######## block 1 ########
**Block 1: metal 4**

Drawn at 2 px/micron. Supply wires on this layer in gray.
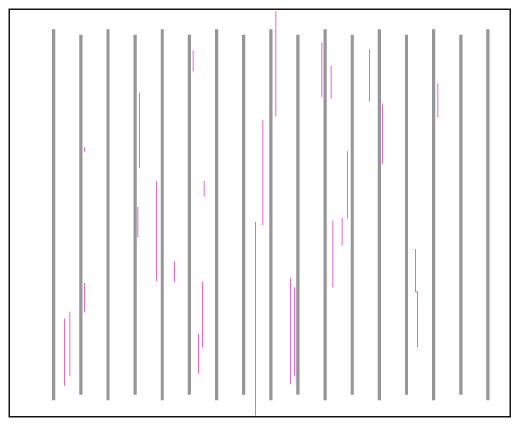

`config.mk`:
```
export PLATFORM = sky130hd
export DESIGN_NAME = instruction_fetch
export DESIGN_NICKNAME = d
export VERILOG_FILES = /design/src/rtl/instruction_fetch.sv
export SDC_FILE = /design/constraint.sdc
export NUM_CORES = 1
export LEC_CHECK = 0
export ABC_AREA = 1
export CAP_MARGIN = 10
export CELL_PAD_IN_SITES_DETAIL_PLACEMENT = 0
export CELL_PAD_IN_SITES_GLOBAL_PLACEMENT = 2
export CORE_ASPECT_RATIO = 0.8
export CORE_MARGIN = 8
export CORE_UTILIZATION = 33
export CTS_BUF_LIST = sky130_fd_sc_hd__clkbuf_4 sky130_fd_sc_hd__clkbuf_8 sky130_fd_sc_hd__clkbuf_16
export CTS_CLUSTER_SIZE = 14
export DETAILED_ROUTE_END_ITERATION = 10
export PLACE_DENSITY = 0.85
export SLEW_MARGIN = 20
export SYNTH_ARGS = -nofsm -noshare
export SYNTH_HDL_FRONTEND = slang
export SYNTH_SLANG_ARGS = --single-unit
```
`constraint.sdc`:
```
create_clock -name clk -period 12.4 [get_ports clk]
set_input_delay 1.24 -clock clk [delete_from_list [all_inputs] [get_ports clk]]
set_output_delay 1.24 -clock clk [all_outputs]
set_load 0.01 [all_outputs]
```
`src/rtl/instruction_fetch.sv`:
```
// rtl/instruction_fetch.sv - fetch stage: owns the PC, issues instruction-memory reads, queues {pc, instr} for decode
// Optional feature macro: FETCH_MISALIGN_TRAP_EN (misaligned redirect yields a pre-filled trapping NOP entry)

module instruction_fetch #(
  parameter int              XLEN     = 32,
  parameter logic [XLEN-1:0] RESET_PC = '0,
  parameter int              DEPTH    = 4
) (
  input  logic            clk,
  input  logic            rst,
  input  logic            i_redirect,
  input  logic [XLEN-1:0] i_redirect_pc,
  output logic            o_im_arvalid,
  input  logic            i_im_arready,
  output logic [XLEN-1:0] o_im_araddr,
  input  logic            i_im_rvalid,
  input  logic [XLEN-1:0] i_im_rdata,
  output logic            o_im_rready,
  output logic            o_if_valid,
  input  logic            i_if_ready,
  output logic [XLEN-1:0] o_if_instr,
`ifdef FETCH_MISALIGN_TRAP_EN
  output logic            o_if_misalign,
`endif
  output logic [XLEN-1:0] o_if_pc
);

  localparam int AW = $clog2(DEPTH);
  localparam int PW = AW + 1;
  localparam logic [PW:0] DEPTH_W = (PW+1)'(DEPTH);

  logic [XLEN-1:0] pc;
  logic [XLEN-1:0] q_pc    [DEPTH];
  logic [XLEN-1:0] q_instr [DEPTH];
  logic [DEPTH-1:0] q_filled;
  logic [PW-1:0]   alloc_ptr, fill_ptr, head_ptr, discard_cnt;
  logic [PW-1:0]   occupancy, outstanding, discard_next;
  logic [PW:0]     inflight, pend_total;
  logic [AW-1:0]   alloc_idx, fill_idx, head_idx;
  logic [XLEN-1:0] redirect_target;
  logic            stalled, accept, pop, rsp_drop, rsp_fill;

  assign occupancy   = alloc_ptr - head_ptr;
  assign outstanding = alloc_ptr - fill_ptr;
  assign alloc_idx   = alloc_ptr[AW-1:0];
  assign fill_idx    = fill_ptr[AW-1:0];
  assign head_idx    = head_ptr[AW-1:0];

  // Stale responses still owed by memory count against the queue so discard_cnt never exceeds DEPTH.
  assign inflight = {1'b0, occupancy} + {1'b0, discard_cnt};

  assign o_im_arvalid = !rst && !i_redirect && !stalled && (inflight < DEPTH_W);
  assign o_im_araddr  = pc;
  assign o_im_rready  = 1'b1;
  assign accept       = o_im_arvalid && i_im_arready;

  assign o_if_valid = q_filled[head_idx] && (occupancy != '0);
  assign o_if_instr = q_instr[head_idx];
  assign o_if_pc    = q_pc[head_idx];
  assign pop        = o_if_valid && i_if_ready;

  assign rsp_drop = i_im_rvalid && (discard_cnt != '0);
  assign rsp_fill = i_im_rvalid && (discard_cnt == '0) && (outstanding != '0);

  // Everything still owed by memory becomes stale on redirect; a response arriving now settles one of them.
  assign pend_total = {1'b0, discard_cnt} + {1'b0, outstanding};
  always_comb begin
    discard_next = PW'(pend_total);
    if (i_im_rvalid && (pend_total != '0))
      discard_next = PW'(pend_total - (PW+1)'(1));
  end

`ifdef FETCH_MISALIGN_TRAP_EN
  logic redirect_misalign;
  assign redirect_misalign = |i_redirect_pc[1:0];
  assign redirect_target   = i_redirect_pc;
  assign o_if_misalign     = stalled && o_if_valid;
`else
  assign redirect_target = i_redirect_pc & ~XLEN'(3);
  assign stalled         = 1'b0;
`endif

  always_ff @(posedge clk or posedge rst) begin
    if (rst) begin
      pc          <= RESET_PC;
      alloc_ptr   <= '0;
      fill_ptr    <= '0;
      head_ptr    <= '0;
      discard_cnt <= '0;
      q_filled    <= '0;
      for (int i = 0; i < DEPTH; i++) begin
        q_pc[i]    <= '0;
        q_instr[i] <= '0;
      end
`ifdef FETCH_MISALIGN_TRAP_EN
      stalled <= 1'b0;
`endif
    end else if (i_redirect) begin
      pc          <= redirect_target;
      alloc_ptr   <= '0;
      fill_ptr    <= '0;
      head_ptr    <= '0;
      discard_cnt <= discard_next;
      q_filled    <= '0;
`ifdef FETCH_MISALIGN_TRAP_EN
      stalled <= redirect_misalign;
      if (redirect_misalign) begin
        q_pc[0]     <= i_redirect_pc;
        q_instr[0]  <= XLEN'(32'h0000_0013);
        q_filled[0] <= 1'b1;
        alloc_ptr   <= PW'(1);
        fill_ptr    <= PW'(1);
      end
`endif
    end else begin
      if (accept) begin
        q_pc[alloc_idx]     <= pc;
        q_filled[alloc_idx] <= 1'b0;
        alloc_ptr           <= alloc_ptr + PW'(1);
        pc                  <= pc + XLEN'(4);
      end
      if (rsp_drop)
        discard_cnt <= discard_cnt - PW'(1);
      if (rsp_fill) begin
        q_instr[fill_idx]  <= i_im_rdata;
        q_filled[fill_idx] <= 1'b1;
        fill_ptr           <= fill_ptr + PW'(1);
      end
      if (pop)
        head_ptr <= head_ptr + PW'(1);
    end
  end

  // A response with nothing outstanding and nothing to discard is a memory protocol error.
  rsp_expected_a: assert property (@(posedge clk) disable iff (rst)
    i_im_rvalid |-> ((discard_cnt != '0) || (outstanding != '0)));

endmodule

```
######## block 2 ########
File: src/rtl/sr_drive_check.sv
// Drives S/R of a downstream SR flop, samples Q after SETTLE cycles and scores it against a reference model.
// Optional feature macro: SR_DRIVE_CHECK_STICKY_ERR_EN adds the err_sticky output.
module sr_drive_check #(
  parameter int SETTLE = 1,
  parameter int CNT_W  = 8
) (
  input  logic             clk,
  input  logic             rst,
  input  logic             cmd_valid,
  output logic             cmd_ready,
  input  logic [1:0]       cmd_op,
  output logic             S,
  output logic             R,
  input  logic             Q,
  output logic             rsp_valid,
  output logic             rsp_pass,
  output logic             rsp_skip,
  output logic             rsp_q,
  output logic [CNT_W-1:0] pass_cnt,
  output logic [CNT_W-1:0] fail_cnt
`ifdef SR_DRIVE_CHECK_STICKY_ERR_EN
  ,
  output logic             err_sticky
`endif
);

  localparam logic [1:0] ST_IDLE  = 2'd0;
  localparam logic [1:0] ST_DRIVE = 2'd1;
  localparam logic [1:0] ST_WAIT  = 2'd2;
  localparam logic [1:0] ST_RESP  = 2'd3;

  localparam logic [3:0]       SETTLE_V = 4'(SETTLE);
  localparam logic [CNT_W-1:0] CNT_MAX  = {CNT_W{1'b1}};

  logic [1:0] state;
  logic [1:0] op;
  logic [3:0] wait_cnt;
  logic       exp;
  logic       exp_known;
  logic       cmp_pass;
  logic       cmp_skip;

  function automatic logic [CNT_W-1:0] sat_inc(input logic [CNT_W-1:0] c);
    if (c == CNT_MAX) begin
      sat_inc = c;
    end else begin
      sat_inc = c + {{(CNT_W-1){1'b0}}, 1'b1};
    end
  endfunction

  // Compare sampled Q to the model; an X/Z Q falls into the else branch and scores a fail
  always_comb begin
    cmp_pass = 1'b0;
    cmp_skip = 1'b0;
    if (!exp_known) begin
      cmp_skip = 1'b1;
    end else if (Q == exp) begin
      cmp_pass = 1'b1;
    end else begin
      cmp_pass = 1'b0;
    end
  end

  // Command FSM, drive pulse, settle timer, result capture, reference model and counters
  always_ff @(posedge clk or posedge rst) begin
    if (rst) begin
      state     <= ST_IDLE;
      op        <= 2'b00;
      wait_cnt  <= 4'd0;
      cmd_ready <= 1'b1;
      S         <= 1'b0;
      R         <= 1'b0;
      rsp_valid <= 1'b0;
      rsp_pass  <= 1'b0;
      rsp_skip  <= 1'b0;
      rsp_q     <= 1'b0;
      exp       <= 1'b0;
      exp_known <= 1'b0;
      pass_cnt  <= {CNT_W{1'b0}};
      fail_cnt  <= {CNT_W{1'b0}};
    end else begin
      case (state)
        ST_IDLE: begin
          if (cmd_valid && cmd_ready) begin
            op        <= cmd_op;
            S         <= cmd_op[1];
            R         <= cmd_op[0];
            cmd_ready <= 1'b0;
            state     <= ST_DRIVE;
          end
        end
        ST_DRIVE: begin
          S        <= 1'b0;
          R        <= 1'b0;
          wait_cnt <= SETTLE_V;
          state    <= ST_WAIT;
          case (op)
            2'b10: begin exp <= 1'b1; exp_known <= 1'b1; end
            2'b01: begin exp <= 1'b0; exp_known <= 1'b1; end
            2'b11: exp_known <= 1'b0;
            default: ;
          endcase
        end
        ST_WAIT: begin
          if (wait_cnt <= 4'd1) begin
            rsp_q     <= Q;
            rsp_pass  <= cmp_pass;
            rsp_skip  <= cmp_skip;
            rsp_valid <= 1'b1;
            state     <= ST_RESP;
          end else begin
            wait_cnt <= wait_cnt - 4'd1;
          end
        end
        ST_RESP: begin
          rsp_valid <= 1'b0;
          cmd_ready <= 1'b1;
          state     <= ST_IDLE;
          if (rsp_pass) begin
            pass_cnt <= sat_inc(pass_cnt);
          end else if (!rsp_skip) begin
            fail_cnt <= sat_inc(fail_cnt);
          end
        end
        default: begin
          S         <= 1'b0;
          R         <= 1'b0;
          rsp_valid <= 1'b0;
          cmd_ready <= 1'b1;
          state     <= ST_IDLE;
        end
      endcase
    end
  end

`ifdef SR_DRIVE_CHECK_STICKY_ERR_EN
  // Latch the first failing result until reset, independent of counter saturation
  always_ff @(posedge clk or posedge rst) begin
    if (rst) begin
      err_sticky <= 1'b0;
    end else if (state == ST_RESP && !rsp_pass && !rsp_skip) begin
      err_sticky <= 1'b1;
    end
  end
`endif

endmodule
File: config.mk
export PLATFORM = sky130hd
export DESIGN_NAME = sr_drive_check
export DESIGN_NICKNAME = d
export VERILOG_FILES = /design/src/rtl/sr_drive_check.sv
export SDC_FILE = /design/constraint.sdc
export NUM_CORES = 1
export LEC_CHECK = 0
export ABC_CLOCK_PERIOD_IN_PS = 4870
export CAP_MARGIN = 20
export CORE_MARGIN = 3
export CORE_UTILIZATION = 50
export DETAILED_ROUTE_END_ITERATION = 6
export PLACE_DENSITY = 0.82
export SYNTH_ARGS = -nofsm -noshare
export SYNTH_HDL_FRONTEND = slang
export SYNTH_SLANG_ARGS = --single-unit
export TNS_END_PERCENT = 5
File: constraint.sdc
create_clock -name clk -period 4.87 [get_ports clk]
set_input_delay 0.7305 -clock clk [delete_from_list [all_inputs] [get_ports clk]]
set_output_delay 0.7305 -clock clk [all_outputs]
set_load 0.01 [all_outputs]

==> screenshots <==
Met1 routing.
(a)
Drawn at 2 px/micron. Supply wires on this layer in gray.
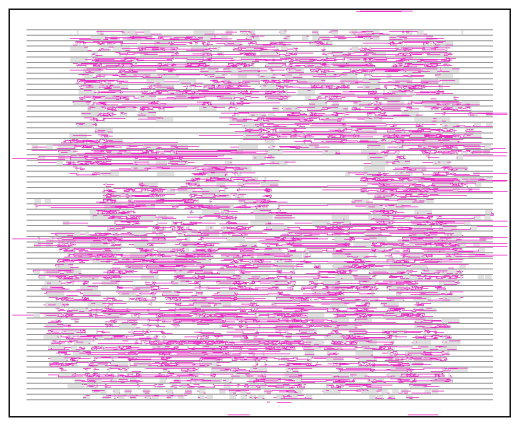
(b)
Drawn at 10 px/micron. Supply wires on this layer in gray.
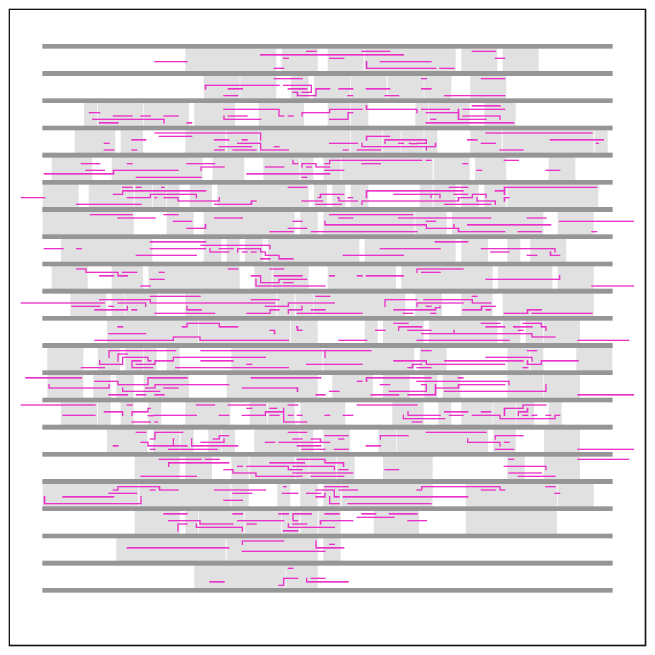
- largest die: (a)
| from | picture |
|---|---|
| block 1 | (a) |
| block 2 | (b) |

**Block 1: sequential cells colored by netlist name**

Drawn at 2 px/micron. Other sequential cells in the stronger gray, the rest of the logic in the fainter gray.
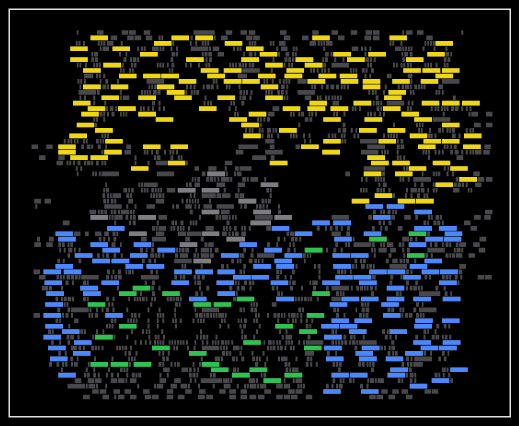
blue -> q_pc  # sequential cells 120
green -> o_im_araddr  # sequential cells 30
yellow -> q_instr  # sequential cells 128
not colored = 16

**Block 1: signal wires by layer**

Drawn at 2 px/micron. Only two layers are drawn.
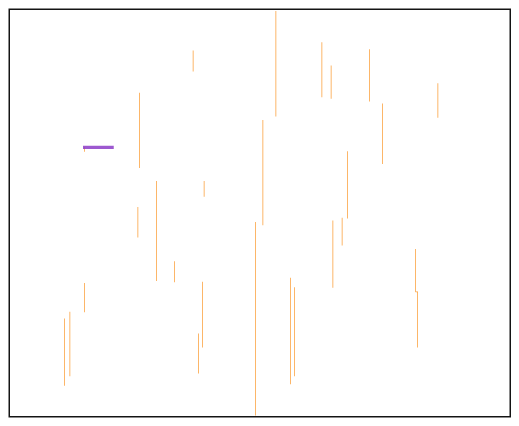
orange -> metal 4  # wire length 809 microns
purple -> metal 5  # wire length 13.8 microns
DRT Wirelength: 45800 microns
GRT Overall Usage: 0.178
WL/cell: 17.8 microns

About 'metal 4' of block 1:
nets with wire on the layer = 14
share of all routed wire = 1.8%
longest straight run = 96.6 microns
main direction = vertical
wire length on this layer = 809 microns
Vias: 12.7k

==> Slide: Implementation Results, block 1 <==
Synthesis and Place & Route Summary

STA
  – Max Clock Freq: 203 MHz
  – Clock skew: approximately 0.011 ns

Routing
  – DR vias/cell: approximately 5.0
  – Met1 wire length: 23100 microns
  – Drt drc: 0

Synthesis
  – Synth cell count leaders: 729 x nand2_1, 294 x dfrtp_1, 224 x o21ai_0
  – Cell count listed in synth_stat.txt: 1870
  – Yosys aoi share: 0.121
  – Yosys top cell by area: dfrtp_1

Run status
  – Outcome: finished, final reports clean

Clocking
  – H-Tree Depth: 2
  – TritonCTS buffer count: 35
  – Hold Buf Count CTS: 0

Cells and area
  – Final instance area: ~18000 sq um
  – NonClk Buf Share: 0.101
  – Non-Filler Instances: ~2.6k

Worst setup path
  – Crit. Startpoint: head_ptr[0]

Min path
  – Worst hold stages: 2
-- block 1: state kept, by name (all words and copies together) (netlist names) --
register,count
fill_ptr,3
alloc_ptr,3
head_ptr,3
q_filled,4
q_instr,128
discard_cnt,3
q_pc,120
o_im_araddr,30
-- block 1: power breakdown --
group / internal (W) / switching, W / leakage (nW) / total (W)
Combinational: 0.000472 / 0.000642 / 4.07 / 0.00111
Sequential: 0.00110 / 0.000118 / 3.99 / 0.00122
Clock: 0.000676 / 0.000421 / 0.616 / 0.00110
**Block 2: metal 3**

Drawn at 6 px/micron.
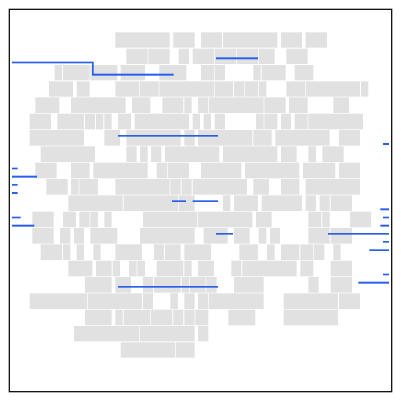
wire length on this layer = 110 microns
share of all routed wire = 3.4%
nets with wire on the layer = 17
Vias: 1244
DRT Wirelength: 3270 microns

**Block 2: track usage over the die**

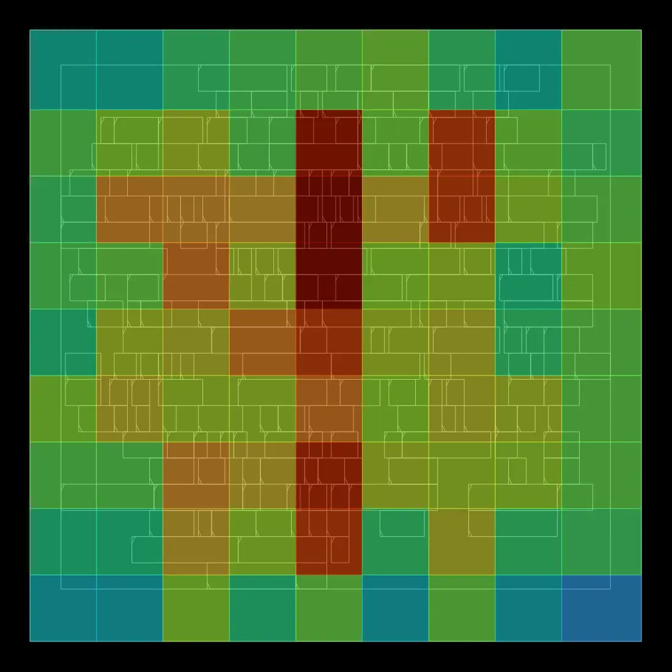
met3 Use GR: 0.0624
gr busiest metal: met2
post-layout util: 0.670

==> Slide: Implementation Results, block 2 <==
Synthesis and Place & Route Summary

Run status
  – Outcome: finished, final reports clean

Clocking
  – Clock Tree Buf Depth: 2
  – Late-Pin Clk Latency: 0.34 ns
  – Root Buffer: clkbuf_4
  – CTS tree: done

Synthesis
  – Cell area leaders: dfrtp_1 48%, ha_1 9.1%, mux2_2 4.8%, xnor2_1 3.7%, nand3_1 3.0%
  – Mux frac, synth: 0.0629
  – Seq/Total Area, Yosys: 0.501
  – Dominant cell area share: 0.485
  – Syn Area/Cell: 11.0 sq um
  – Adder share: 0.0909

Placement
  – Dpl hpwl: about 2500 microns

Die
  – Core Footprint: a little over 3000 sq um

Min path
  – Worst hold stages: 1
  – Hold crit path type: register to register

Cells and area
  – Most instantiated logic cell after routing: dfrtp_1
  – ClkCell Share: 0.0409
  – Fill cells: between 200 and 300

STA
  – RSZ-0062 raised after global routing: no
  – Final min period: 2.17 ns
  – Post-layout period usage: 0.445
  – Final Hold Fails: 0

Global route
  – Vias in the first global route: 1303

Worst setup path
  – Reg-to-Reg Start: wait_cnt[0]
  – CP startpoint kind: register
  – Critical Path Sink: cmd_ready

Power
  – Pwr Total: 0.00111 W
  – Peak supply drop: 0.300 mV
block 2: where the power goes:
part	total (W)	switching, W	internal, W
clock network	0.000217	0.0000941	0.000123
registers	0.000446	0.0000860	0.000360
logic	0.000443	0.000212	0.000232
block 2: state kept, by name (all words and copies together), names as in the netlist, 2 cells and up:
name and flops:
fail_cnt 8, pass_cnt 8, wait_cnt 4, state 2
op 2
block 2: logic make-up after synthesis:
family	Yosys count
multiplexers	9
AND-OR/OR-AND	33
flip-flops	33
adder cells (fa/ha/maj)	12
AND/OR/NAND/NOR	44
buffers and inverters	11
XOR/XNOR	8

Power and IR drop assume default switching activity.
